==================== bcd_display_scanner
### Placement density heat map, bcd_display_scanner

(4 px per µm) The die is cut into 7 by 7 equal tiles; white is low, dark blue is high, 0 to 100% covered.
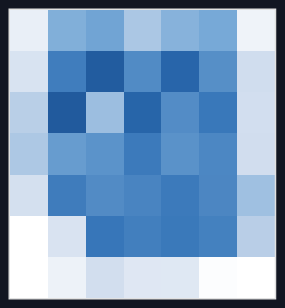
### Clock network drawn from the DEF, bcd_display_scanner

(4 px per µm)
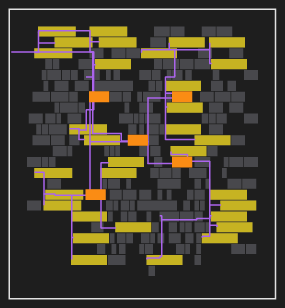
[src/rtl/bcd_display_scanner.sv]
// bcd_display_scanner
//   Latches a two-digit packed BCD sum plus decimal carry and drives a
//   three-digit time-multiplexed 7-segment display (hundreds = carry, tens,
//   units). Each digit slot lasts REFRESH_DIV cycles. The first cycle of every
//   slot is blank to avoid ghosting. Leading zeros can be blanked, and
//   non-decimal nibbles are flagged.
//
// Ports
//   clk       in   system clock, rising edge
//   rst_n     in   asynchronous active-low reset
//   load      in   capture strobe for bcd_in / carry_in
//   bcd_in    in   [7:4] tens, [3:0] units (packed BCD)
//   carry_in  in   decimal carry-out, shown as hundreds "1"
//   blank_lz  in   suppress leading zeros (live, not latched)
//   seg       out  {g,f,e,d,c,b,a}, polarity per SEG_ACTIVE_LOW
//   an        out  an[0] units, an[1] tens, an[2] hundreds, polarity per AN_ACTIVE_LOW
//   err       out  latched value holds a nibble above 9
//
// Scan states
//   state      | meaning
//   S_UNITS    | units digit slot
//   S_TENS     | tens digit slot
//   S_HUNDREDS | hundreds (carry) digit slot

module bcd_display_scanner #(
  parameter int REFRESH_DIV    = 1000,
  parameter bit SEG_ACTIVE_LOW = 1'b1,
  parameter bit AN_ACTIVE_LOW  = 1'b1
) (
  input  logic       clk,
  input  logic       rst_n,
  input  logic       load,
  input  logic [7:0] bcd_in,
  input  logic       carry_in,
  input  logic       blank_lz,
  output logic [6:0] seg,
  output logic [2:0] an,
  output logic       err
);

  localparam int               CNT_W    = (REFRESH_DIV > 2) ? $clog2(REFRESH_DIV) : 1;
  localparam logic [CNT_W-1:0] CNT_LAST = CNT_W'(REFRESH_DIV - 1);
  localparam logic [6:0]       SEG_OFF  = SEG_ACTIVE_LOW ? 7'h7F : 7'h00;
  localparam logic [2:0]       AN_OFF   = AN_ACTIVE_LOW ? 3'b111 : 3'b000;

  typedef enum logic [1:0] {
    S_UNITS    = 2'd0,
    S_TENS     = 2'd1,
    S_HUNDREDS = 2'd2
  } state_e;

  state_e           state_q, state_d;
  logic [CNT_W-1:0] cnt_q, cnt_d;
  logic [8:0]       latch_q, latch_d;
  logic [6:0]       seg_q, seg_d;
  logic [2:0]       an_q, an_d;
  logic             err_q, err_d;

  logic [3:0]       digit;
  logic             lit;
  logic [2:0]       an_sel;
  logic [6:0]       seg_raw;
  logic [2:0]       an_raw;

  function automatic logic [6:0] encode(input logic [3:0] d);
    case (d)
      4'd0:    encode = 7'h3F;
      4'd1:    encode = 7'h06;
      4'd2:    encode = 7'h5B;
      4'd3:    encode = 7'h4F;
      4'd4:    encode = 7'h66;
      4'd5:    encode = 7'h6D;
      4'd6:    encode = 7'h7D;
      4'd7:    encode = 7'h07;
      4'd8:    encode = 7'h7F;
      4'd9:    encode = 7'h6F;
      default: encode = 7'h79;
    endcase
  endfunction

  always_ff @(posedge clk or negedge rst_n) begin
    if (!rst_n) begin
      state_q <= S_UNITS;
      cnt_q   <= '0;
      latch_q <= '0;
      seg_q   <= SEG_OFF;
      an_q    <= AN_OFF;
      err_q   <= 1'b0;
    end else begin
      state_q <= state_d;
      cnt_q   <= cnt_d;
      latch_q <= latch_d;
      seg_q   <= seg_d;
      an_q    <= an_d;
      err_q   <= err_d;
    end
  end

  // Outputs are computed from the next-cycle state so the registered display
  // lines up with the counter: cnt_q == 0 is always the blank cycle, and a
  // load is visible on the very next output cycle.
  always_comb begin
    state_d = state_q;
    cnt_d   = cnt_q + 1'b1;
    latch_d = latch_q;
    digit   = 4'd0;
    lit     = 1'b1;
    an_sel  = 3'b000;
    seg_raw = 7'h00;
    an_raw  = 3'b000;

    if (cnt_q == CNT_LAST) begin
      cnt_d = '0;
      case (state_q)
        S_UNITS: state_d = S_TENS;
        S_TENS:  state_d = S_HUNDREDS;
        default: state_d = S_UNITS;
      endcase
    end

    if (load) latch_d = {carry_in, bcd_in};

    err_d = (latch_d[3:0] > 4'd9) || (latch_d[7:4] > 4'd9);

    case (state_d)
      S_UNITS: begin
        digit  = latch_d[3:0];
        an_sel = 3'b001;
      end
      S_TENS: begin
        digit  = latch_d[7:4];
        lit    = !(blank_lz && !latch_d[8] && (latch_d[7:4] == 4'd0));
        an_sel = 3'b010;
      end
      default: begin
        digit  = {3'b000, latch_d[8]};
        lit    = !(blank_lz && !latch_d[8]);
        an_sel = 3'b100;
      end
    endcase

    if ((cnt_d != '0) && lit) begin
      seg_raw = encode(digit);
      an_raw  = an_sel;
    end

    seg_d = SEG_ACTIVE_LOW ? ~seg_raw : seg_raw;
    an_d  = AN_ACTIVE_LOW ? ~an_raw : an_raw;
  end

  assign seg = seg_q;
  assign an  = an_q;
  assign err = err_q;

endmodule

[config.mk]
export PLATFORM = sky130hd
export DESIGN_NAME = bcd_display_scanner
export DESIGN_NICKNAME = d
export VERILOG_FILES = /design/src/rtl/bcd_display_scanner.sv
export SDC_FILE = /design/constraint.sdc
export NUM_CORES = 1
export LEC_CHECK = 0
export CAP_MARGIN = 20
export CELL_PAD_IN_SITES_DETAIL_PLACEMENT = 0
export CELL_PAD_IN_SITES_GLOBAL_PLACEMENT = 1
export CORE_ASPECT_RATIO = 1.1
export CORE_MARGIN = 4
export CORE_UTILIZATION = 48
export CTS_BUF_LIST = sky130_fd_sc_hd__clkbuf_4 sky130_fd_sc_hd__clkbuf_8
export DETAILED_ROUTE_END_ITERATION = 16
export PLACE_DENSITY_LB_ADDON = 0.3
export SLEW_MARGIN = 20
export SYNTH_ARGS = -nofsm -noshare
export SYNTH_HDL_FRONTEND = slang
export SYNTH_SLANG_ARGS = --single-unit
[constraint.sdc]
create_clock -name clk -period 5.18 [get_ports clk]
set_input_delay 1.036 -clock clk [delete_from_list [all_inputs] [get_ports clk]]
set_output_delay 1.036 -clock clk [all_outputs]
set_load 0.005 [all_outputs]
==> flow_metrics.env <==
# implementation run metrics
export IMPL_flops=32
export IMPL_worstMarginPinSlew_ps=726.8
export IMPL_swShare_pct=22.63
export IMPL_crit_chain="clkdlybuf4s50_1 -> mux2_2 -> mux2_2 -> a211oi_2 -> inv_1 -> ha_1 -> or3_1 -> o211ai_1"
export IMPL_status="complete, no violations"
export IMPL_synth_edff_count=0
export IMPL_finalCritPeriodShare_pct=71.02
export IMPL_portBuffers=23
export IMPL_dpl_cell_area_um2=2067
export IMPL_worstPathArrival_ps=3880
export IMPL_mux_share_pct=11.20
export IMPL_clockBufferDepth=2
export IMPL_power_frac_clock_pct=35.6
export IMPL_routedWlPerCell_um=14.24
export IMPL_tap_cell_count=50
export IMPL_internal_power_uw=437.1
export IMPL_syn_nets=193
export IMPL_max_cap_violations=0
export IMPL_async_flop_share_pct=100.0
export IMPL_endpoint_kind="register"
export IMPL_comb_area_share_pct=41.79
export IMPL_yosysTopAreaCell="dfrtp_1"
export IMPL_ys_cells=174
export IMPL_yosys_warnings=0
export IMPL_whs_ps=475.4
export IMPL_ant_nets=0
export IMPL_holdPathStages=1
Notes on 'Placement density heat map' of bcd_display_scanner above:
- mean over tiles: 44%
- tiles over 75% full: 8.2%
- fullest tile: 83%
- emptiest ninth of the die: bottom left
- nearly empty tiles: 8.2%
- densest ninth of the die: middle

Notes on 'Clock network drawn from the DEF' of bcd_display_scanner above:
- clock wires: purple (length 384 µm)
- flip-flops: yellow (count 32)
- clock-net drivers: orange (count 5)
- flops lie: all over the die

## flip-flops by register name, indices dropped and copies added (netlist names)
signal,cells
an,3
cnt_q,10
seg,7
state_q,2
err,1
latch_q,9
## Yosys cell counts (2+ instances only)
cell and instances:
nor2_1 10, o21ai_0 10, o21ai_1 4, or3_1 3, nand4_1 2, a31oi_1 3
dfstp_2 10, o211ai_1 2, nor3_1 3, xor2_1 3, buf_2 2, nand3_1 4
inv_1 13, ha_1 6, nand2_1 18, and3_1 7, a211o_1 2, dfrtp_1 22
mux2i_1 11, a21oi_1 5, mux2_2 8, and2_1 2
## power by group through the flow
stage	registers, µW	clock network (µW)	logic, µW
after floorplan	281	0	44.1
after global placement	281	0	85.7
after detailed placement	281	0	88.0
after CTS	277	208	88.4
after global routing	279	221	96.1
final	277	201	87.1
## logic make-up after synthesis
group / Yosys count
compound gates: 39
fa+ha+maj: 6
flops: 32
buf+inv: 17
simple gates: 57
mux: 19
xor+xnor: 4
## routing by layer
metal | track usage [%] | routed length (µm) | up-vias
met5 | 0 | 0 | -
met2 | 27.67 | 1708 | 28
met1 | 21.38 | 1678 | 651
met3 | 5.263 | 165 | 5
li1 | - | - | 682
met4 | 4.740 | 36 | 0

==================== uncached_store_buffer_flat
### Metal 3, uncached_store_buffer_flat

(3 px per µm)
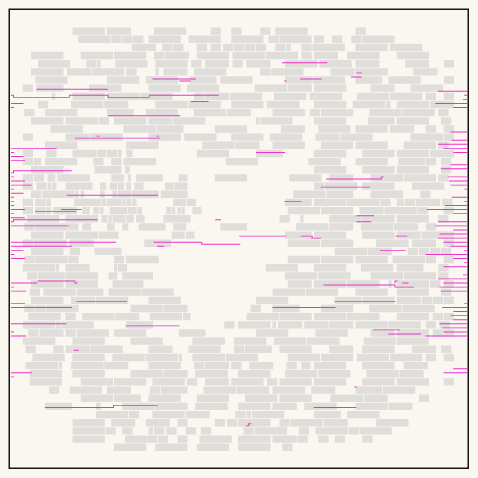
==> config.mk <==
export PLATFORM = sky130hd
export DESIGN_NAME = uncached_store_buffer_flat
export DESIGN_NICKNAME = d
export VERILOG_FILES = /design/src/rtl/uncached_store_buffer_if.sv /design/src/rtl/uncached_store_buffer.sv /design/src/flat_wrapper.sv
export SDC_FILE = /design/constraint.sdc
export NUM_CORES = 1
export LEC_CHECK = 0
export CORE_MARGIN = 4
export CORE_UTILIZATION = 50
export DETAILED_ROUTE_END_ITERATION = 10
export PLACE_DENSITY = 0.79
export SLEW_MARGIN = 10
export SYNTH_ARGS = -nofsm -noshare
export SYNTH_HDL_FRONTEND = slang
export SYNTH_SLANG_ARGS = --single-unit
==> constraint.sdc <==
create_clock -name clk -period 10.1 [get_ports clk]
set_clock_uncertainty 0.2 [all_clocks]
set_input_delay 1.01 -clock clk [delete_from_list [all_inputs] [get_ports clk]]
set_output_delay 1.01 -clock clk [all_outputs]
set_load 0.02 [all_outputs]
==> src/rtl/uncached_store_buffer_if.sv <==
// rtl/uncached_store_buffer_if.sv - CPU-side and store-engine-side signals of the uncached store buffer.
// The master view drives CPU requests and engine status; the slave view is the buffer itself.
interface uncached_store_buffer_if;
    logic        cpu_uncached;
    logic        cpu_we;
    logic        cpu_re;
    logic [31:0] cpu_addr;
    logic [3:0]  cpu_byte_enable;
    logic [31:0] cpu_wdata;
    logic        pipe_stall;
    logic        cpu_stall;
    logic        buf_empty;
    logic        sb_uncached;
    logic        sb_we;
    logic [31:0] sb_addr;
    logic [3:0]  sb_byte_enable;
    logic [31:0] sb_wdata;
    logic        sb_stall;

    modport master (
        output cpu_uncached, cpu_we, cpu_re, cpu_addr, cpu_byte_enable, cpu_wdata,
        output pipe_stall, sb_stall,
        input  cpu_stall, buf_empty, sb_uncached, sb_we, sb_addr, sb_byte_enable, sb_wdata
    );

    modport slave (
        input  cpu_uncached, cpu_we, cpu_re, cpu_addr, cpu_byte_enable, cpu_wdata,
        input  pipe_stall, sb_stall,
        output cpu_stall, buf_empty, sb_uncached, sb_we, sb_addr, sb_byte_enable, sb_wdata
    );
endinterface

==> src/rtl/uncached_store_buffer.sv <==
// rtl/uncached_store_buffer.sv - posted-write FIFO feeding the uncached store AXI engine.
// Buffers uncached stores in order and issues them one at a time to the store engine.
module uncached_store_buffer #(
    parameter int DEPTH = 4,
    parameter int PTR_W = 2
) (
    input  logic                  clk,
    input  logic                  rst_n,
    uncached_store_buffer_if.slave bus
);
    typedef enum logic [1:0] {
        S_IDLE  = 2'd0,
        S_ISSUE = 2'd1,
        S_WAIT  = 2'd2
    } state_t;

    localparam logic [PTR_W:0] DEPTH_CNT = (PTR_W+1)'(DEPTH);

    state_t           state;
    logic [31:0]      addrMem [DEPTH];
    logic [3:0]       beMem   [DEPTH];
    logic [31:0]      dataMem [DEPTH];
    logic [PTR_W-1:0] wrPtr;
    logic [PTR_W-1:0] rdPtr;
    logic [PTR_W:0]   count;
    logic [PTR_W:0]   countNext;
    logic             full;
    logic             empty;
    logic             push;
    logic             pop;

    assign full  = (count == DEPTH_CNT);
    assign empty = (count == '0);
    assign push  = bus.cpu_uncached & bus.cpu_we & ~full & ~bus.pipe_stall;
    assign pop   = (state == S_WAIT) & ~bus.sb_stall;

    always_comb begin
        countNext = count;
        if (push && !pop) begin
            countNext = count + (PTR_W+1)'(1);
        end else if (pop && !push) begin
            countNext = count - (PTR_W+1)'(1);
        end
    end

    // A store arriving while idle becomes the head and issues on the very next cycle.
    always_ff @(posedge clk or negedge rst_n) begin
        if (!rst_n) begin
            state <= S_IDLE;
            wrPtr <= '0;
            rdPtr <= '0;
            count <= '0;
        end else begin
            count <= countNext;
            if (push) begin
                wrPtr <= wrPtr + PTR_W'(1);
            end
            if (pop) begin
                rdPtr <= rdPtr + PTR_W'(1);
            end
            case (state)
                S_IDLE: begin
                    if (countNext != '0) begin
                        state <= S_ISSUE;
                    end
                end
                S_ISSUE: begin
                    if (bus.sb_stall) begin
                        state <= S_WAIT;
                    end
                end
                S_WAIT: begin
                    if (pop) begin
                        state <= (countNext != '0) ? S_ISSUE : S_IDLE;
                    end
                end
                default: state <= S_IDLE;
            endcase
        end
    end

    always_ff @(posedge clk) begin
        if (push) begin
            addrMem[wrPtr] <= bus.cpu_addr;
            beMem[wrPtr]   <= bus.cpu_byte_enable;
            dataMem[wrPtr] <= bus.cpu_wdata;
        end
    end

    // Stall decisions use the registered count only; a pop never frees a slot in the same cycle.
    assign bus.cpu_stall = (bus.cpu_uncached & bus.cpu_we & full)
                         | (bus.cpu_uncached & bus.cpu_re & (~empty | (state != S_IDLE)));
    assign bus.buf_empty      = empty & (state == S_IDLE);
    assign bus.sb_we          = (state == S_ISSUE);
    assign bus.sb_uncached    = (state == S_ISSUE);
    assign bus.sb_addr        = addrMem[rdPtr];
    assign bus.sb_byte_enable = beMem[rdPtr];
    assign bus.sb_wdata       = dataMem[rdPtr];
endmodule

==> src/flat_wrapper.sv <==
// flat-port wrapper written by rule: the top's interface ports become plain ports
module uncached_store_buffer_flat 
#(
    parameter int DEPTH = 4,
    parameter int PTR_W = 2
)
  (clk, rst_n, bus_cpu_uncached, bus_cpu_we, bus_cpu_re, bus_cpu_addr, bus_cpu_byte_enable, bus_cpu_wdata, bus_pipe_stall, bus_sb_stall, bus_cpu_stall, bus_buf_empty, bus_sb_uncached, bus_sb_we, bus_sb_addr, bus_sb_byte_enable, bus_sb_wdata);
  uncached_store_buffer_if bus_i ();
  input  logic clk;
  input  logic rst_n;
  input wire logic [$bits(bus_i.cpu_uncached)-1:0] bus_cpu_uncached;
  input wire logic [$bits(bus_i.cpu_we)-1:0] bus_cpu_we;
  input wire logic [$bits(bus_i.cpu_re)-1:0] bus_cpu_re;
  input wire logic [$bits(bus_i.cpu_addr)-1:0] bus_cpu_addr;
  input wire logic [$bits(bus_i.cpu_byte_enable)-1:0] bus_cpu_byte_enable;
  input wire logic [$bits(bus_i.cpu_wdata)-1:0] bus_cpu_wdata;
  input wire logic [$bits(bus_i.pipe_stall)-1:0] bus_pipe_stall;
  input wire logic [$bits(bus_i.sb_stall)-1:0] bus_sb_stall;
  output wire logic [$bits(bus_i.cpu_stall)-1:0] bus_cpu_stall;
  output wire logic [$bits(bus_i.buf_empty)-1:0] bus_buf_empty;
  output wire logic [$bits(bus_i.sb_uncached)-1:0] bus_sb_uncached;
  output wire logic [$bits(bus_i.sb_we)-1:0] bus_sb_we;
  output wire logic [$bits(bus_i.sb_addr)-1:0] bus_sb_addr;
  output wire logic [$bits(bus_i.sb_byte_enable)-1:0] bus_sb_byte_enable;
  output wire logic [$bits(bus_i.sb_wdata)-1:0] bus_sb_wdata;
  assign bus_i.cpu_uncached = bus_cpu_uncached;
  assign bus_i.cpu_we = bus_cpu_we;
  assign bus_i.cpu_re = bus_cpu_re;
  assign bus_i.cpu_addr = bus_cpu_addr;
  assign bus_i.cpu_byte_enable = bus_cpu_byte_enable;
  assign bus_i.cpu_wdata = bus_cpu_wdata;
  assign bus_i.pipe_stall = bus_pipe_stall;
  assign bus_i.sb_stall = bus_sb_stall;
  assign bus_cpu_stall = bus_i.cpu_stall;
  assign bus_buf_empty = bus_i.buf_empty;
  assign bus_sb_uncached = bus_i.sb_uncached;
  assign bus_sb_we = bus_i.sb_we;
  assign bus_sb_addr = bus_i.sb_addr;
  assign bus_sb_byte_enable = bus_i.sb_byte_enable;
  assign bus_sb_wdata = bus_i.sb_wdata;
  uncached_store_buffer #(.DEPTH(DEPTH), .PTR_W(PTR_W)) u_core (.clk(clk), .rst_n(rst_n), .bus(bus_i));
endmodule
==> flow_metrics.env <==
# implementation run metrics
export IMPL_status="complete, no violations"
export IMPL_max_cap_violations=0
export IMPL_clkbuf_count=30
export IMPL_synthCells=426
export IMPL_num_vias=4815
export IMPL_chipArea_um2=23270
export IMPL_portBuffers=146
export IMPL_cp_start_kind="register"
export IMPL_slowest_delay_ps=800
export IMPL_synthFlopType="edfxtp_1"
export IMPL_top_logic_kind="multiplexers"
export IMPL_synth_edff_count=272
export IMPL_n_antenna_cell=0
export IMPL_synth_cell_type_count=37
export IMPL_grt_busiest_layer="met2"
export IMPL_highest_layer="met4"
export IMPL_mux_share_pct=14.66
export IMPL_num_io_pins=147
export IMPL_yosys_warnings=0
export IMPL_insertion_delay_ps=520
export IMPL_core_area_um2=20360
export IMPL_dpl_hpwl_um=10670
export IMPL_grt_pass1_wl_um=30610
export IMPL_fin_tns_setup_ps=0
export IMPL_cts_sinks=281
export IMPL_post_route_min_period_ps=4511
export IMPL_async_flop_share_pct=3.203
export IMPL_worstPathArrival_ps=3300
export IMPL_required_ps=8890
export IMPL_power_frac_clock_pct=29.3
export IMPL_grt_max_degree=70
export IMPL_pg_seq_uw=1480
export IMPL_numSynthFlops=281
export IMPL_syn_nets=508
export IMPL_xor_share_pct=0.4192
export IMPL_cts_tree="built"
export IMPL_clock_root_buffer="clkbuf_16"
export IMPL_pg_comb_uw=1010
About 'Metal 3' of uncached_store_buffer_flat:
- share of all routed wire: 6.0%
- main direction: horizontal
- wire length on this layer: 1140 µm
- nets with wire on the layer: 102

## worst paths after layout
check                                                 start                         endpoint  cells after the start
worst max-delay path            u_core.rdPtr[0]$_DFFE_PN0P_            bus_sb_byte_enable[1]                      3
worst min-delay path              u_core.count[0]$_DFF_PN0_        u_core.count[0]$_DFF_PN0_                      1
worst max register to register    u_core.count[0]$_DFF_PN0_  u_core.addrMem[3][24]$_DFFE_PP_                      5
worst min register to register    u_core.count[0]$_DFF_PN0_        u_core.count[0]$_DFF_PN0_                      1
max in group asynchronous                             rst_n      u_core.rdPtr[0]$_DFFE_PN0P_                      1
min in group asynchronous                             rst_n      u_core.state[1]$_DFFE_PN0P_                      1
## per-stage QoR
step,area (µm²),util [%],setup slack [ps]
2_1_floorplan,10450,-,6222
3_3_place_gp,12180,59.80,6009
3_5_place_dp,12180,59.80,5995
4_1_cts,13120,64.41,5437
5_1_grt,13120,64.41,5291
6_report,13120,64.41,5589
## flip-flops by register name, summed over array words and instances, names as in the netlist
signal,count
u_core.addrMem,128
u_core.state,2
u_core.count,3
u_core.wrPtr,2
u_core.beMem,16
u_core.rdPtr,2
u_core.dataMem,128

==================== atm
File: src/rtl/atm.sv
// -----------------------------------------------------------------------------
// atm -- fixed-latency ATM transaction engine.
//
// Holds a 10-entry account table (16-bit PIN, 32-bit balance per entry) and
// runs one transaction every 4 clocks: IDLE -> AUTH -> OP -> DONE -> IDLE.
//
// Ports:
//   clk        system clock, all state changes on the rising edge
//   rst        asynchronous active-low reset (FSM and outputs only)
//   operation  3 = balance, 4 = withdraw, 5 = deposit, 6 = change PIN
//   acc_num    account number, valid 1..10
//   pin        entered PIN
//   newPin     replacement PIN for operation 6
//   amount     withdraw / deposit amount
//   language   display language (carried along, no effect on results)
//   balance    registered balance result of the last transaction
//   success    registered 1 = last transaction completed, 0 = rejected
//   state      current FSM state encoding (IDLE=7, AUTH=0, OP=1, DONE=2)
//
// Handshake: there is no valid/ready pair. Inputs are sampled on every edge
// that leaves IDLE, so a caller holding inputs steady gets back-to-back
// transactions; results appear on the OP -> DONE edge and hold until the
// next one.
// -----------------------------------------------------------------------------
module atm #(
    parameter logic [15:0] INIT_PIN [0:9] = '{
        16'd1234, 16'd2345, 16'd3456, 16'd4567, 16'd5678,
        16'd6789, 16'd7890, 16'd8901, 16'd9012, 16'd7123
    },
    parameter logic [31:0] INIT_BAL [0:9] = '{
        32'd1000, 32'd2000, 32'd3000, 32'd4000, 32'd5000,
        32'd6000, 32'd7000, 32'd8000, 32'd9000, 32'd10000
    }
) (
    input  logic        clk,
    input  logic        rst,
    input  logic [2:0]  operation,
    input  logic [3:0]  acc_num,
    input  logic [15:0] pin,
    input  logic [15:0] newPin,
    input  logic [31:0] amount,
    input  logic        language,
    output logic [31:0] balance,
    output logic        success,
    output logic [2:0]  state
);

    typedef enum logic [2:0] {
        IDLE = 3'd7,
        AUTH = 3'd0,
        OP   = 3'd1,
        DONE = 3'd2
    } state_t;

    localparam logic [2:0] OP_BALANCE  = 3'd3;
    localparam logic [2:0] OP_WITHDRAW = 3'd4;
    localparam logic [2:0] OP_DEPOSIT  = 3'd5;
    localparam logic [2:0] OP_CHPIN    = 3'd6;

    state_t cur_state, nxt_state;

    // Transaction inputs captured on the IDLE -> AUTH edge.
    logic [2:0]  op_q;
    logic [3:0]  acc_q;
    logic [15:0] pin_q;
    logic [15:0] new_pin_q;
    logic [31:0] amount_q;
    logic        lang_q;
    logic        auth_q;

    // Account table. Loaded with its power-up contents only; reset leaves it
    // alone so balances and changed PINs survive a reset.
    logic [15:0] pin_tab [0:9] = INIT_PIN;
    logic [31:0] bal_tab [0:9] = INIT_BAL;

    logic        acc_valid;
    logic [3:0]  idx;
    logic [15:0] cur_pin;
    logic [31:0] cur_bal;
    logic [32:0] sum;

    logic [31:0] res_bal;
    logic        res_succ;
    logic        bal_we;
    logic [31:0] bal_wdata;
    logic        pin_we;

    // Language only matters to a display path that is not part of this block.
    logic unused_lang;
    assign unused_lang = lang_q;

    assign acc_valid = (acc_q >= 4'd1) && (acc_q <= 4'd10);
    // Out-of-range accounts read entry 0; auth_q masks the result anyway.
    assign idx       = acc_valid ? (acc_q - 4'd1) : 4'd0;
    assign cur_pin   = pin_tab[idx];
    assign cur_bal   = bal_tab[idx];
    // 33-bit sum so the carry flags a deposit that would wrap.
    assign sum       = {1'b0, cur_bal} + {1'b0, amount_q};

    assign state     = cur_state;

    // ---------------- FSM state register ----------------
    always_ff @(posedge clk or negedge rst) begin
        if (!rst) begin
            cur_state <= IDLE;
        end else begin
            cur_state <= nxt_state;
        end
    end

    // ---------------- FSM next state ----------------
    always_comb begin
        nxt_state = IDLE;
        unique case (cur_state)
            IDLE:    nxt_state = AUTH;
            AUTH:    nxt_state = OP;
            OP:      nxt_state = DONE;
            DONE:    nxt_state = IDLE;
            default: nxt_state = IDLE;
        endcase
    end

    // ---------------- input capture and authentication ----------------
    always_ff @(posedge clk or negedge rst) begin
        if (!rst) begin
            op_q      <= 3'd0;
            acc_q     <= 4'd0;
            pin_q     <= 16'd0;
            new_pin_q <= 16'd0;
            amount_q  <= 32'd0;
            lang_q    <= 1'b0;
            auth_q    <= 1'b0;
        end else begin
            if (cur_state == IDLE) begin
                op_q      <= operation;
                acc_q     <= acc_num;
                pin_q     <= pin;
                new_pin_q <= newPin;
                amount_q  <= amount;
                lang_q    <= language;
            end
            if (cur_state == AUTH) begin
                auth_q <= acc_valid && (pin_q == cur_pin);
            end
        end
    end

    // ---------------- operation result ----------------
    always_comb begin
        res_bal   = 32'd0;
        res_succ  = 1'b0;
        bal_we    = 1'b0;
        bal_wdata = cur_bal;
        pin_we    = 1'b0;
        if (auth_q) begin
            res_bal = cur_bal;
            unique case (op_q)
                OP_BALANCE: begin
                    res_succ = 1'b1;
                end
                OP_WITHDRAW: begin
                    if (amount_q <= cur_bal) begin
                        bal_wdata = cur_bal - amount_q;
                        bal_we    = 1'b1;
                        res_bal   = bal_wdata;
                        res_succ  = 1'b1;
                    end
                end
                OP_DEPOSIT: begin
                    if (!sum[32]) begin
                        bal_wdata = sum[31:0];
                        bal_we    = 1'b1;
                        res_bal   = bal_wdata;
                        res_succ  = 1'b1;
                    end
                end
                OP_CHPIN: begin
                    if ((new_pin_q >= 16'd1000) && (new_pin_q <= 16'd9999) &&
                        (new_pin_q != cur_pin)) begin
                        pin_we   = 1'b1;
                        res_succ = 1'b1;
                    end
                end
                default: begin
                    res_succ = 1'b0;
                end
            endcase
        end
    end

    // ---------------- registered outputs ----------------
    always_ff @(posedge clk or negedge rst) begin
        if (!rst) begin
            balance <= 32'd0;
            success <= 1'b0;
        end else if (cur_state == OP) begin
            balance <= res_bal;
            success <= res_succ;
        end
    end

    // ---------------- table update ----------------
    // Only the OP -> DONE edge writes; an asynchronous reset moves the FSM
    // out of OP first, so an aborted transaction never reaches the table.
    always_ff @(posedge clk) begin
        if (cur_state == OP) begin
            if (bal_we) begin
                bal_tab[idx] <= bal_wdata;
            end
            if (pin_we) begin
                pin_tab[idx] <= new_pin_q;
            end
        end
    end

endmodule

File: config.mk
export PLATFORM = sky130hd
export DESIGN_NAME = atm
export DESIGN_NICKNAME = d
export VERILOG_FILES = /design/src/rtl/atm.sv
export SDC_FILE = /design/constraint.sdc
export NUM_CORES = 1
export LEC_CHECK = 0
export ABC_AREA = 1
export CAP_MARGIN = 10
export CORE_MARGIN = 3
export CORE_UTILIZATION = 55
export CTS_BUF_LIST = sky130_fd_sc_hd__clkbuf_4 sky130_fd_sc_hd__clkbuf_8
export CTS_CLUSTER_DIAMETER = 200
export DETAILED_ROUTE_END_ITERATION = 12
export PLACE_DENSITY = 0.73
export SLEW_MARGIN = 20
export SYNTH_ARGS = -nofsm -noshare
export SYNTH_HDL_FRONTEND = slang
export SYNTH_SLANG_ARGS = --single-unit
File: constraint.sdc
create_clock -name clk -period 6.52 [get_ports clk]
set_clock_uncertainty 0.15 [all_clocks]
set_input_delay 0.652 -clock clk [delete_from_list [all_inputs] [get_ports clk]]
set_output_delay 0.652 -clock clk [all_outputs]
set_load 0.01 [all_outputs]
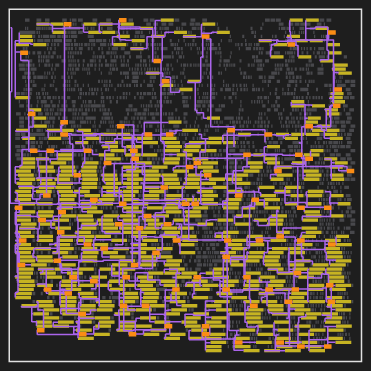
*Clock network drawn from the DEF, atm*
(1.5 px per µm)
- flip-flops: yellow (count 588)
- clock wires: purple (length 7280 µm)
- clock-net drivers: orange (count 95)
- routed clock nets: 96

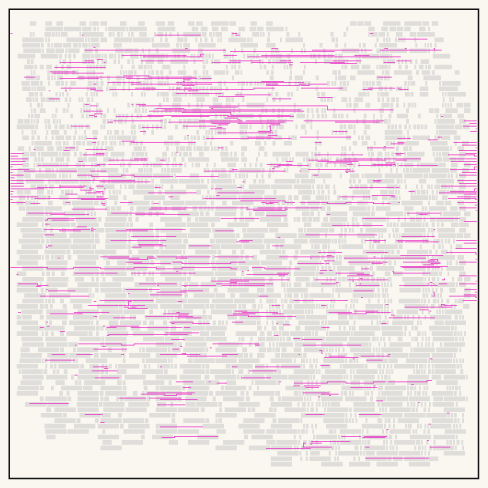
*Metal 3, atm*
(2 px per µm)
- wire length on this layer: 6860 µm
- main direction: horizontal

==> flow_metrics.env <==
# implementation run metrics
export IMPL_pg_comb_uw=1910
export IMPL_reg2reg_depth=27
export IMPL_crit_family="simple AND/OR/NAND/NOR gates"
export IMPL_syn_area_um2=28560
export IMPL_grt_use_met2_pct=48.12
export IMPL_wl_met3_um=6859
export IMPL_clk_pin_slew_ps=60
export IMPL_fin_cells=3855
export IMPL_path_class="reg2reg"
export IMPL_clk_power_uw=3270
export IMPL_status="complete, no violations"
export IMPL_layout_drive_gt1_share_pct=10.37
export IMPL_cts_buffers=95
export IMPL_power_density_nw_per_um2=285.1
export IMPL_p_sw_uw=2873
export IMPL_grt_util_met1_pct=41.57
export IMPL_final_cell_mix="nand2_1, edfxtp_1, inv_1"
export IMPL_ir_drop_mv=0.2159
export IMPL_slew_violations=0
export IMPL_grt_usage_pct=30.43
export IMPL_synthCells=2926
export IMPL_rrSetupSlack_ps=400
export IMPL_cts_sinks=588
export IMPL_swShare_pct=30.63
export IMPL_cts_hold_buf=1
export IMPL_holdPathStages=2
export IMPL_routabilityCongestion=1.057
export IMPL_clock_root_buffer="clkbuf_8"
export IMPL_required_ps=6780
export IMPL_rows=82
cell families (layout without fill, tap and decap cells):
logic type               count (synthesis)  after routing  synth area share [%]
multiplexers                            13             13                0.5125
XOR/XNOR                                47             47                 1.441
buffers and inverters                  457            713                 6.431
AND-OR/OR-AND                          560            560                 11.03
flip-flops                             588            588                 59.94
AND/OR/NAND/NOR                       1192           1192                 17.57
adder cells (fa/ha/maj)                 69             69                 3.075
other                                    0              1                     0
layout make-up:
| class | instances | area (µm²) | area share, % |
|---|---|---|---|
| flip-flops and latches | 588 | 17120 | 52.04 |
| multi-input cells | 1881 | 9714 | 29.53 |
| repair buffers | 218 | 2072 | 6.298 |
| clock buffers | 123 | 1518 | 4.613 |
| inverters | 318 | 1195 | 3.632 |
| well taps | 672 | 840.8 | 2.556 |
| clock inverters | 54 | 437.9 | 1.331 |
| diodes | 1 | 2.502 | 0.007606 |
state kept, by name (all words and copies together) (netlist names):
name / cells
balance: 32
pin_tab: 160
acc_q: 4
state: 3
amount_q: 32
pin_q: 16
bal_tab: 320
op_q: 3
auth_q: 1
new_pin_q: 16
success: 1

==================== rc5_encrypt_core_flat
### M1 wires, rc5_encrypt_core_flat

(1.5 px per µm) Supply wires on this layer in gray.
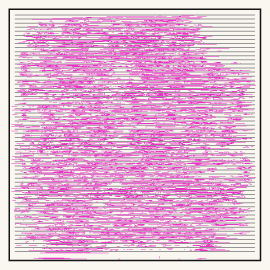
### Placement density heat map, rc5_encrypt_core_flat

(2 px per µm) The die is cut into 17 by 17 equal tiles; white is low, dark blue is high, 0 to 100% covered.
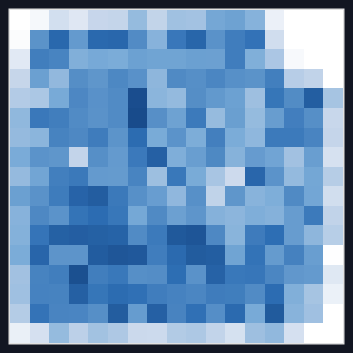
File: src/rtl/rc5_encrypt_core_if.sv
// Handshake bundle for the RC5 encryptor: valid/ready plaintext in, valid/ack ciphertext out.
interface rc5_encrypt_core_if;
    logic        din_valid;
    logic        din_ready;
    logic [63:0] din;
    logic        dout_valid;
    logic        dout_ack;
    logic [63:0] dout;
    logic        busy;

    modport master (
        output din_valid, din, dout_ack,
        input  din_ready, dout_valid, dout, busy
    );

    modport slave (
        input  din_valid, din, dout_ack,
        output din_ready, dout_valid, dout, busy
    );
endinterface

File: src/rtl/rc5_encrypt_core.sv
// Iterative RC5-32/ROUNDS/16 block encryptor, one round per clock, fixed expanded key table.
//
//   state | meaning
//   IDLE  | ready for a plaintext block
//   ROUND | one round per edge, round index i_q = 1..ROUNDS
//   DONE  | ciphertext held on dout until dout_ack
module rc5_encrypt_core #(
    parameter int ROUNDS = 12
) (
    input  logic clk,
    input  logic clr,
    rc5_encrypt_core_if.slave bus
);
    typedef enum logic [1:0] {IDLE, ROUND, DONE} state_t;

    localparam logic [3:0] LAST_ROUND = 4'(ROUNDS);

    state_t      state_q, state_d;
    logic [31:0] a_q, a_d, b_q, b_d;
    logic [3:0]  i_q, i_d;
    logic [31:0] a_rnd, b_rnd;

    function automatic logic [31:0] skey(input logic [4:0] idx);
        case (idx)
            5'd0:  skey = 32'h00000000;
            5'd1:  skey = 32'h00000000;
            5'd2:  skey = 32'h46F8E8C5;
            5'd3:  skey = 32'h460C6085;
            5'd4:  skey = 32'h70F83B8A;
            5'd5:  skey = 32'h284B8303;
            5'd6:  skey = 32'h513E1454;
            5'd7:  skey = 32'hF621ED22;
            5'd8:  skey = 32'h3125065D;
            5'd9:  skey = 32'h11A83A5D;
            5'd10: skey = 32'hD427686B;
            5'd11: skey = 32'h713AD82D;
            5'd12: skey = 32'h4B792F99;
            5'd13: skey = 32'h2799A4DD;
            5'd14: skey = 32'hA7901C49;
            5'd15: skey = 32'hDEDE871A;
            5'd16: skey = 32'h36C03196;
            5'd17: skey = 32'hA7EFC249;
            5'd18: skey = 32'h61A78BB8;
            5'd19: skey = 32'h3B0A1D2B;
            5'd20: skey = 32'h4DBFCA76;
            5'd21: skey = 32'hAE162167;
            5'd22: skey = 32'h30D76B0A;
            5'd23: skey = 32'h43192304;
            5'd24: skey = 32'hF6CC1431;
            5'd25: skey = 32'h65046380;
            default: skey = 32'h00000000;
        endcase
    endfunction

    // Upper half of the doubled word shifted left is the rotate; sh = 0 passes x through.
    function automatic logic [31:0] rotl(input logic [31:0] x, input logic [4:0] sh);
        logic [63:0] t;
        t = {x, x} << sh;
        rotl = t[63:32];
    endfunction

    // B half of the round consumes the freshly computed A half in the same cycle.
    assign a_rnd = rotl(a_q ^ b_q, b_q[4:0]) + skey({i_q, 1'b0});
    assign b_rnd = rotl(b_q ^ a_rnd, a_rnd[4:0]) + skey({i_q, 1'b1});

    always_ff @(posedge clk or posedge clr) begin
        if (clr) begin
            state_q <= IDLE;
            a_q     <= 32'h0;
            b_q     <= 32'h0;
            i_q     <= 4'd1;
        end else begin
            state_q <= state_d;
            a_q     <= a_d;
            b_q     <= b_d;
            i_q     <= i_d;
        end
    end

    always_comb begin
        state_d = state_q;
        a_d     = a_q;
        b_d     = b_q;
        i_d     = i_q;
        case (state_q)
            IDLE: begin
                if (bus.din_valid) begin
                    a_d     = bus.din[63:32] + skey(5'd0);
                    b_d     = bus.din[31:0]  + skey(5'd1);
                    i_d     = 4'd1;
                    state_d = ROUND;
                end
            end
            ROUND: begin
                a_d = a_rnd;
                b_d = b_rnd;
                if (i_q == LAST_ROUND) begin
                    state_d = DONE;
                    i_d     = 4'd1;
                end else begin
                    i_d = i_q + 4'd1;
                end
            end
            DONE: begin
                if (bus.dout_ack) state_d = IDLE;
            end
            default: state_d = IDLE;
        endcase
    end

    // dout tracks the working registers, so it holds the result until the next load.
    assign bus.din_ready  = (state_q == IDLE);
    assign bus.busy       = (state_q == ROUND);
    assign bus.dout_valid = (state_q == DONE);
    assign bus.dout       = {a_q, b_q};
endmodule
File: src/flat_wrapper.sv
// flat-port wrapper written by rule: the top's interface ports become plain ports
module rc5_encrypt_core_flat 
#(
    parameter int ROUNDS = 12
)
  (clk, clr, bus_din_valid, bus_din, bus_dout_ack, bus_din_ready, bus_dout_valid, bus_dout, bus_busy);
  rc5_encrypt_core_if bus_i ();
  input  logic clk;
  input  logic clr;
  input wire logic [$bits(bus_i.din_valid)-1:0] bus_din_valid;
  input wire logic [$bits(bus_i.din)-1:0] bus_din;
  input wire logic [$bits(bus_i.dout_ack)-1:0] bus_dout_ack;
  output wire logic [$bits(bus_i.din_ready)-1:0] bus_din_ready;
  output wire logic [$bits(bus_i.dout_valid)-1:0] bus_dout_valid;
  output wire logic [$bits(bus_i.dout)-1:0] bus_dout;
  output wire logic [$bits(bus_i.busy)-1:0] bus_busy;
  assign bus_i.din_valid = bus_din_valid;
  assign bus_i.din = bus_din;
  assign bus_i.dout_ack = bus_dout_ack;
  assign bus_din_ready = bus_i.din_ready;
  assign bus_dout_valid = bus_i.dout_valid;
  assign bus_dout = bus_i.dout;
  assign bus_busy = bus_i.busy;
  rc5_encrypt_core #(.ROUNDS(ROUNDS)) u_core (.clk(clk), .clr(clr), .bus(bus_i));
endmodule
File: config.mk
export PLATFORM = sky130hd
export DESIGN_NAME = rc5_encrypt_core_flat
export DESIGN_NICKNAME = d
export VERILOG_FILES = /design/src/rtl/rc5_encrypt_core_if.sv /design/src/rtl/rc5_encrypt_core.sv /design/src/flat_wrapper.sv
export SDC_FILE = /design/constraint.sdc
export NUM_CORES = 1
export LEC_CHECK = 0
export CAP_MARGIN = 10
export CORE_MARGIN = 3
export CORE_UTILIZATION = 50
export DETAILED_ROUTE_END_ITERATION = 12
export PLACE_DENSITY = 0.72
export SYNTH_ARGS = -nofsm -noshare
export SYNTH_HDL_FRONTEND = slang
export SYNTH_SLANG_ARGS = --single-unit
File: constraint.sdc
create_clock -name clk -period 9.7 [get_ports clk]
set_clock_uncertainty 0.2 [all_clocks]
set_input_delay 1.94 -clock clk [delete_from_list [all_inputs] [get_ports clk]]
set_output_delay 1.94 -clock clk [all_outputs]
set_load 0.03 [all_outputs]
==> flow_metrics.env <==
# implementation run metrics
export IMPL_status="complete, no violations"
export IMPL_comb_cells=1417
export IMPL_nonClockInverterCount=48
export IMPL_setup_viol=0
export IMPL_synth_avg_cell_area_um2=7.715
export IMPL_synthCells=1670
export IMPL_max_cap_violations=0
export IMPL_post_route_min_period_ps=9344
export IMPL_top_cells_by_count="a21oi_1, nand2_1, nor2_1, clkbuf_1, o21ai_0"
export IMPL_synth_edff_count=0
export IMPL_reg2reg_from="u_core.b_q[30]$_DFFE_PP0P_"
export IMPL_dpl_cell_area_um2=14560
export IMPL_yosysTopAreaCell="dfrtp_1"
export IMPL_grt_pass1_wl_um=83610
export IMPL_syn_area_um2=12880
export IMPL_hold_path_startpoint="u_core.b_q[6]$_DFFE_PP0P_"
export IMPL_slowest_delay_ps=570
export IMPL_core_area_um2=25250
export IMPL_clk_pin_slew_ps=80
export IMPL_reg2reg_depth=29
export IMPL_num_vias=14410
export IMPL_grt_usage_pct=39.29
export IMPL_grt_busiest_layer="met2"
export IMPL_rsz0062_at_grt="no"
Notes on 'M1 wires' of rc5_encrypt_core_flat above:
- longest straight run: 76.4 µm
- wire length on this layer: 22.3 mm
- main direction: horizontal
- nets with wire on the layer: 1749
- share of all routed wire: 39%

Notes on 'Placement density heat map' of rc5_encrypt_core_flat above:
- tiles over 75% full: 13%
- emptiest ninth of the die: top right
- fullest tile: 89%
- nearly empty tiles: 4.8%

==> state kept, by name, summed over array words and instances, names as in the netlist <==
| signal | count |
|---|---|
| u_core.i_q | 4 |
| u_core.b_q | 32 |
| u_core.state_q | 2 |
| u_core.a_q | 32 |
==> layer usage <==
metal / up-vias / wire, µm
met5: - / 0
met1: 6929 / 22270
met4: 0 / 3507
met3: 186 / 6464
met2: 947 / 25010
li1: 6344 / -
==> tightest hold or removal path: cells and delay by family (launching register included) <==
kind	cells	cell delay [ps]
AND/OR/NAND/NOR	1	80
flip-flops	1	430
AND-OR/OR-AND	1	70
==> cell families after synthesis <==
group | Yosys count | synth area share [%]
buffers and inverters | 183 | 5.545
muxes | 168 | 18.18
and+or+nand+nor | 453 | 15.57
adders and majority gates | 80 | 7.886
xor gates and xnor gates | 121 | 9.877
DFF | 70 | 13.61
AOI/OAI and AO/OA | 595 | 29.34
==> repair_timing <==
item | in CTS | in global routing
setup endpoints to repair | 0 | 7
gates resized | 0 | 13
setup buffers | 0 | 1
endpoints found under the hold margin | 0 | 0

==================== fetch_stage
$ cat config.mk
export PLATFORM = sky130hd
export DESIGN_NAME = fetch_stage
export DESIGN_NICKNAME = d
export VERILOG_FILES = /design/src/rtl/riscv_pkg.sv /design/src/rtl/fetch_buffer.sv /design/src/rtl/fetch_stage.sv
export SDC_FILE = /design/constraint.sdc
export NUM_CORES = 1
export LEC_CHECK = 0
export ABC_AREA = 1
export CAP_MARGIN = 15
export CELL_PAD_IN_SITES_DETAIL_PLACEMENT = 0
export CELL_PAD_IN_SITES_GLOBAL_PLACEMENT = 1
export CORE_MARGIN = 1
export CORE_UTILIZATION = 40
export CTS_BUF_LIST = sky130_fd_sc_hd__clkbuf_4
export DETAILED_ROUTE_END_ITERATION = 12
export HOLD_SLACK_MARGIN = 0.12
export PLACE_DENSITY_LB_ADDON = 0.1
export SYNTH_ARGS = -nofsm -noshare
export SYNTH_HDL_FRONTEND = slang
export SYNTH_SLANG_ARGS = --single-unit
$ cat constraint.sdc
create_clock -name clk -period 4.2 [get_ports clk]
set_input_delay 0.84 -clock clk [delete_from_list [all_inputs] [get_ports clk]]
set_output_delay 0.84 -clock clk [all_outputs]
set_load 0.05 [all_outputs]
$ cat src/rtl/riscv_pkg.sv
// Shared RV32I core definitions: data width, NOP encoding, register field positions
// and the fetch-stage state encoding.
package riscv_pkg;

    localparam int XLEN = 32;
    localparam logic [31:0] NOP_INSTR = 32'h0000_0013;
    localparam int RS1_LSB = 15;
    localparam int RS2_LSB = 20;

    typedef enum logic [1:0] {
        FETCH    = 2'd0,
        WAIT     = 2'd1,
        BUFFERED = 2'd2,
        DRAIN    = 2'd3
    } fetch_state_e;

endpackage

$ cat src/rtl/fetch_buffer.sv
// One-entry pc/instr holding register. It catches a response that arrives while
// the pipeline is stalled.
module fetch_buffer
    import riscv_pkg::*;
(
    input  logic            clk,
    input  logic            rst,
    input  logic            load,
    input  logic            clear,
    input  logic [XLEN-1:0] load_pc,
    input  logic [XLEN-1:0] load_instr,
    output logic            valid,
    output logic [XLEN-1:0] pc,
    output logic [XLEN-1:0] instr
);

    // clear wins over load so that a redirect always empties the entry
    always_ff @(posedge clk) begin
        if (rst || clear) begin
            valid <= 1'b0;
            pc    <= '0;
            instr <= NOP_INSTR;
        end else if (load) begin
            valid <= 1'b1;
            pc    <= load_pc;
            instr <= load_instr;
        end
    end

endmodule

$ cat src/rtl/fetch_stage.sv
// Instruction fetch stage and IF/ID register. It keeps one request outstanding at a
// time, issues back-to-back on responses, and drops wrong-path responses after a redirect.
module fetch_stage
    import riscv_pkg::*;
#(
    parameter logic [XLEN-1:0] RESET_PC = 32'h0000_0000
) (
    input  logic            clk,
    input  logic            rst,
    input  logic            stall,
    input  logic            redirect,
    input  logic [XLEN-1:0] redirect_pc,
    output logic            imem_req_valid,
    input  logic            imem_req_ready,
    output logic [XLEN-1:0] imem_req_addr,
    input  logic            imem_resp_valid,
    input  logic [XLEN-1:0] imem_resp_data,
    output logic            if_id_valid,
    output logic [XLEN-1:0] if_id_pc,
    output logic [XLEN-1:0] if_id_instr,
    output logic [4:0]      if_id_rs1,
    output logic [4:0]      if_id_rs2,
    output logic [1:0]      dbg_state
);

    // Handshake: a request transfers on a rising edge where imem_req_valid && imem_req_ready.
    // The address is held at fetch_pc until that edge. Each accepted request gets exactly
    // one in-order imem_resp_valid pulse. The response is never back-pressured.

    fetch_state_e    state;
    logic [XLEN-1:0] fetch_pc;
    logic [XLEN-1:0] req_pc;
    logic            accept;
    logic            resp_now;
    logic            buf_load;
    logic            buf_clear;
    logic            buf_valid;
    logic [XLEN-1:0] buf_pc;
    logic [XLEN-1:0] buf_instr;

    always_comb begin
        imem_req_valid = 1'b0;
        if (!rst && !redirect) begin
            case (state)
                FETCH:   imem_req_valid = 1'b1;
                WAIT:    imem_req_valid = imem_resp_valid && !stall;
                default: imem_req_valid = 1'b0;
            endcase
        end
    end

    assign imem_req_addr = fetch_pc;
    assign accept        = imem_req_valid && imem_req_ready;
    assign resp_now      = (state == WAIT) && imem_resp_valid;
    assign buf_load      = resp_now && stall && !redirect;
    assign buf_clear     = redirect || (state == BUFFERED && !stall);

    fetch_buffer u_buf (
        .clk        (clk),
        .rst        (rst),
        .load       (buf_load),
        .clear      (buf_clear),
        .load_pc    (req_pc),
        .load_instr (imem_resp_data),
        .valid      (buf_valid),
        .pc         (buf_pc),
        .instr      (buf_instr)
    );

    always_ff @(posedge clk) begin
        if (rst) begin
            state       <= FETCH;
            fetch_pc    <= RESET_PC;
            req_pc      <= '0;
            if_id_valid <= 1'b0;
            if_id_pc    <= '0;
            if_id_instr <= NOP_INSTR;
        end else if (redirect) begin
            fetch_pc    <= redirect_pc;
            if_id_valid <= 1'b0;
            // A request still in flight must have its response dropped.
            if ((state == WAIT || state == DRAIN) && !imem_resp_valid)
                state <= DRAIN;
            else
                state <= FETCH;
        end else begin
            if (accept) begin
                req_pc   <= fetch_pc;
                fetch_pc <= fetch_pc + 32'd4;
            end
            case (state)
                FETCH:    if (accept) state <= WAIT;
                WAIT:     if (imem_resp_valid) state <= stall ? BUFFERED : (accept ? WAIT : FETCH);
                BUFFERED: if (!stall) state <= FETCH;
                DRAIN:    if (imem_resp_valid) state <= FETCH;
                default:  state <= FETCH;
            endcase
            if (!stall) begin
                if (resp_now) begin
                    if_id_valid <= 1'b1;
                    if_id_pc    <= req_pc;
                    if_id_instr <= imem_resp_data;
                end else if (state == BUFFERED && buf_valid) begin
                    if_id_valid <= 1'b1;
                    if_id_pc    <= buf_pc;
                    if_id_instr <= buf_instr;
                end else begin
                    if_id_valid <= 1'b0;
                end
            end
        end
    end

    // A bubble must never look like a register read to the hazard unit.
    assign if_id_rs1 = if_id_valid ? if_id_instr[RS1_LSB +: 5] : 5'd0;
    assign if_id_rs2 = if_id_valid ? if_id_instr[RS2_LSB +: 5] : 5'd0;
    assign dbg_state = state;

endmodule

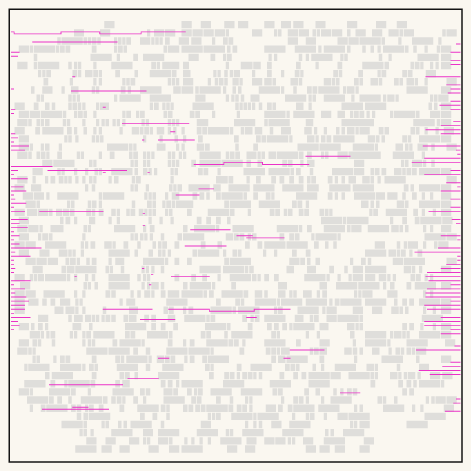
*Metal 3, fetch_stage*
(3 px per µm)
- main direction: horizontal
- longest straight run: 28.1 µm

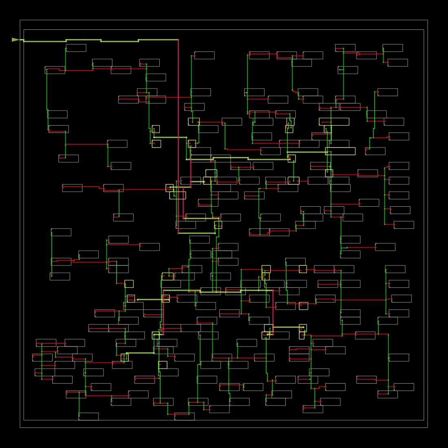
*Clock routing, fetch_stage*
Clock Skews: 35.79 ps
CTS Sinks: 196
FF+latch count: 196

==> flow_metrics.env <==
# implementation run metrics
export IMPL_status="complete, no violations"
export IMPL_layout_drive_gt1_share_pct=4.190
export IMPL_required_ps=3360
export IMPL_pre_cts_slack_ps=875.7
export IMPL_grt_pass1_vias=7511
export IMPL_endpoint="if_id_rs2[1]"
export IMPL_crit_family="buffers and inverters"
export IMPL_ys_seq_share_pct=44.53
export IMPL_seq_share_pct=35.76
export IMPL_power_density_nw_per_um2=330.9
export IMPL_path_class="reg2out"
export IMPL_crit_chain="nand2_1 -> inv_1 -> clkdlybuf4s50_1"
export IMPL_antenna_found_initial=1
export IMPL_grt_use_met2_pct=35.02
export IMPL_n_antenna_cell=1
export IMPL_warnings=28
export IMPL_htree_levels=4
export IMPL_synthCells=1287
export IMPL_seqCellArea_um2=3924
export IMPL_portBuffers=179
export IMPL_reg2reg_depth=7
export IMPL_avgViaCountPerCell=4.864
export IMPL_highest_layer="met4"
export IMPL_synth_edff_count=0
export IMPL_insertion_delay_ps=590
export IMPL_slew_limit_headroom_pct=37.99
export IMPL_max_freq_mhz=334.1
export IMPL_syn_nets=1358
export IMPL_drt_iter0_drc=373
export IMPL_totalWireLength_um=23720
export IMPL_synth_avg_cell_area_um2=6.846
export IMPL_dpl_hpwl_um=16210
export IMPL_hold_path_class="reg2reg"
export IMPL_cts_hold_buf=0
export IMPL_routabilityCongestion=0.8571
export IMPL_initCoreUtil_pct=41.39
export IMPL_pg_seq_uw=1980
export IMPL_setup_viol=0
export IMPL_worstPathArrival_ps=2150
export IMPL_holdPathEnd="u_buf.instr[18]$_SDFFE_PP0P_"
export IMPL_cts_resized=0
export IMPL_yosys_area_share_simple_pct=24.40
export IMPL_synthFlopType="dfxtp_1"
export IMPL_power_frac_clock_pct=30.0
export IMPL_ys_cells=1287
export IMPL_critPathLaunch="if_id_valid$_SDFFE_PP0N_"
export IMPL_pg_comb_uw=558
export IMPL_reg2reg_from="dbg_state[0]$_SDFFE_PP0P_"
export IMPL_dpl_cell_area_um2=10660
export IMPL_core_area_um2=21290
export IMPL_grt_use_met3_pct=3.788
export IMPL_clk_power_uw=1090
export IMPL_lay_top_count="nand2_1"
export IMPL_drtPass1Iterations=4
export IMPL_largestClassByArea="multi-input combinational cells"
export IMPL_hold_path_startpoint="u_buf.instr[18]$_SDFFE_PP0P_"
export IMPL_synth_area_yosys_um2=8811
export IMPL_clock_root_buffer="clkbuf_4"
export IMPL_die_w_um=150.4
export IMPL_finalCritPeriodShare_pct=71.26
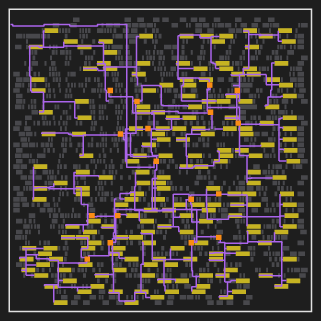
*Clock network drawn from the DEF, fetch_stage*
(2 px per µm)
- clock wires: purple (length 2320 µm)
- flip-flops: yellow (count 196)
- clock-net drivers: orange (count 17)
- routed clock nets: 18

==> through the flow <==
stage                     total power, µW  cells
final                                3630   1708
after global routing                 3808   1708
after CTS                            3675   1707
after detailed placement             2582   1675
after global placement               2579   1675
after floorplan                      2363   1287
==> state kept, by name, indices dropped and copies added (netlist names) <==
name	cells
if_id_instr	32
u_buf.valid	1
u_buf.instr	32
u_buf.pc	32
imem_req_addr	32
dbg_state	2
req_pc	32
if_id_valid	1
if_id_pc	32
==> cell usage after synthesis (2+ instances only) <==
master,count,area (µm²)
dfxtp_1,196,3924
o21bai_1,2,15.01
a211oi_1,30,225.2
a21oi_1,87,435.4
nand4_1,2,12.51
nor2_2,2,12.51
nand2_1,275,1032
buf_2,27,135.1
buf_6,8,90.09
o221ai_1,3,26.28
nand3_2,2,20.02
a31oi_1,4,25.02
inv_2,3,11.26
o21ai_1,34,170.2
xnor2_1,3,26.28
buf_1,2,7.510
nor2_1,213,799.5
inv_1,127,476.7
clkbuf_2,5,25.02
clkbuf_1,33,123.9
nand3_1,41,205.2
buf_4,2,15.01
o21ai_0,169,845.8
xor2_1,5,43.79
nor2_4,2,22.52


==> gallery <==
M1 wires.
panel A
(2 px per µm) Supply wires on this layer in gray.
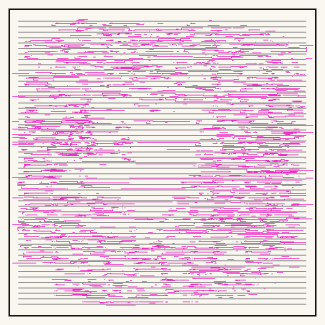
panel B
(2 px per µm) Supply wires on this layer in gray.
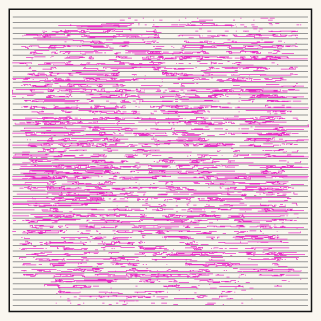
panel C
(4 px per µm) Supply wires on this layer in gray.
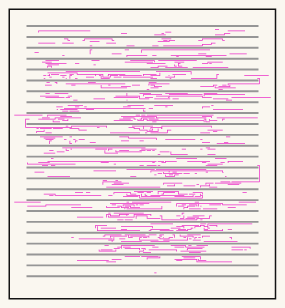
panel D
(1 px per µm) Supply wires on this layer in gray.
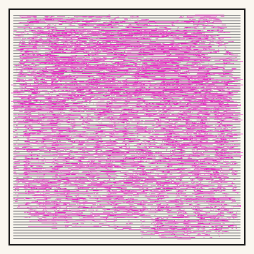
- largest die: panel D
- smallest die: panel C
| picture | from |
|---|---|
| panel D | atm |
| panel B | fetch_stage |
| panel C | bcd_display_scanner |
| panel A | uncached_store_buffer_flat |

Key to panel C:
- nets with wire on the layer: 195
- share of all routed wire: 47%
- main direction: horizontal

Power figures rest on the tool's default switching activity, not on a simulated workload.
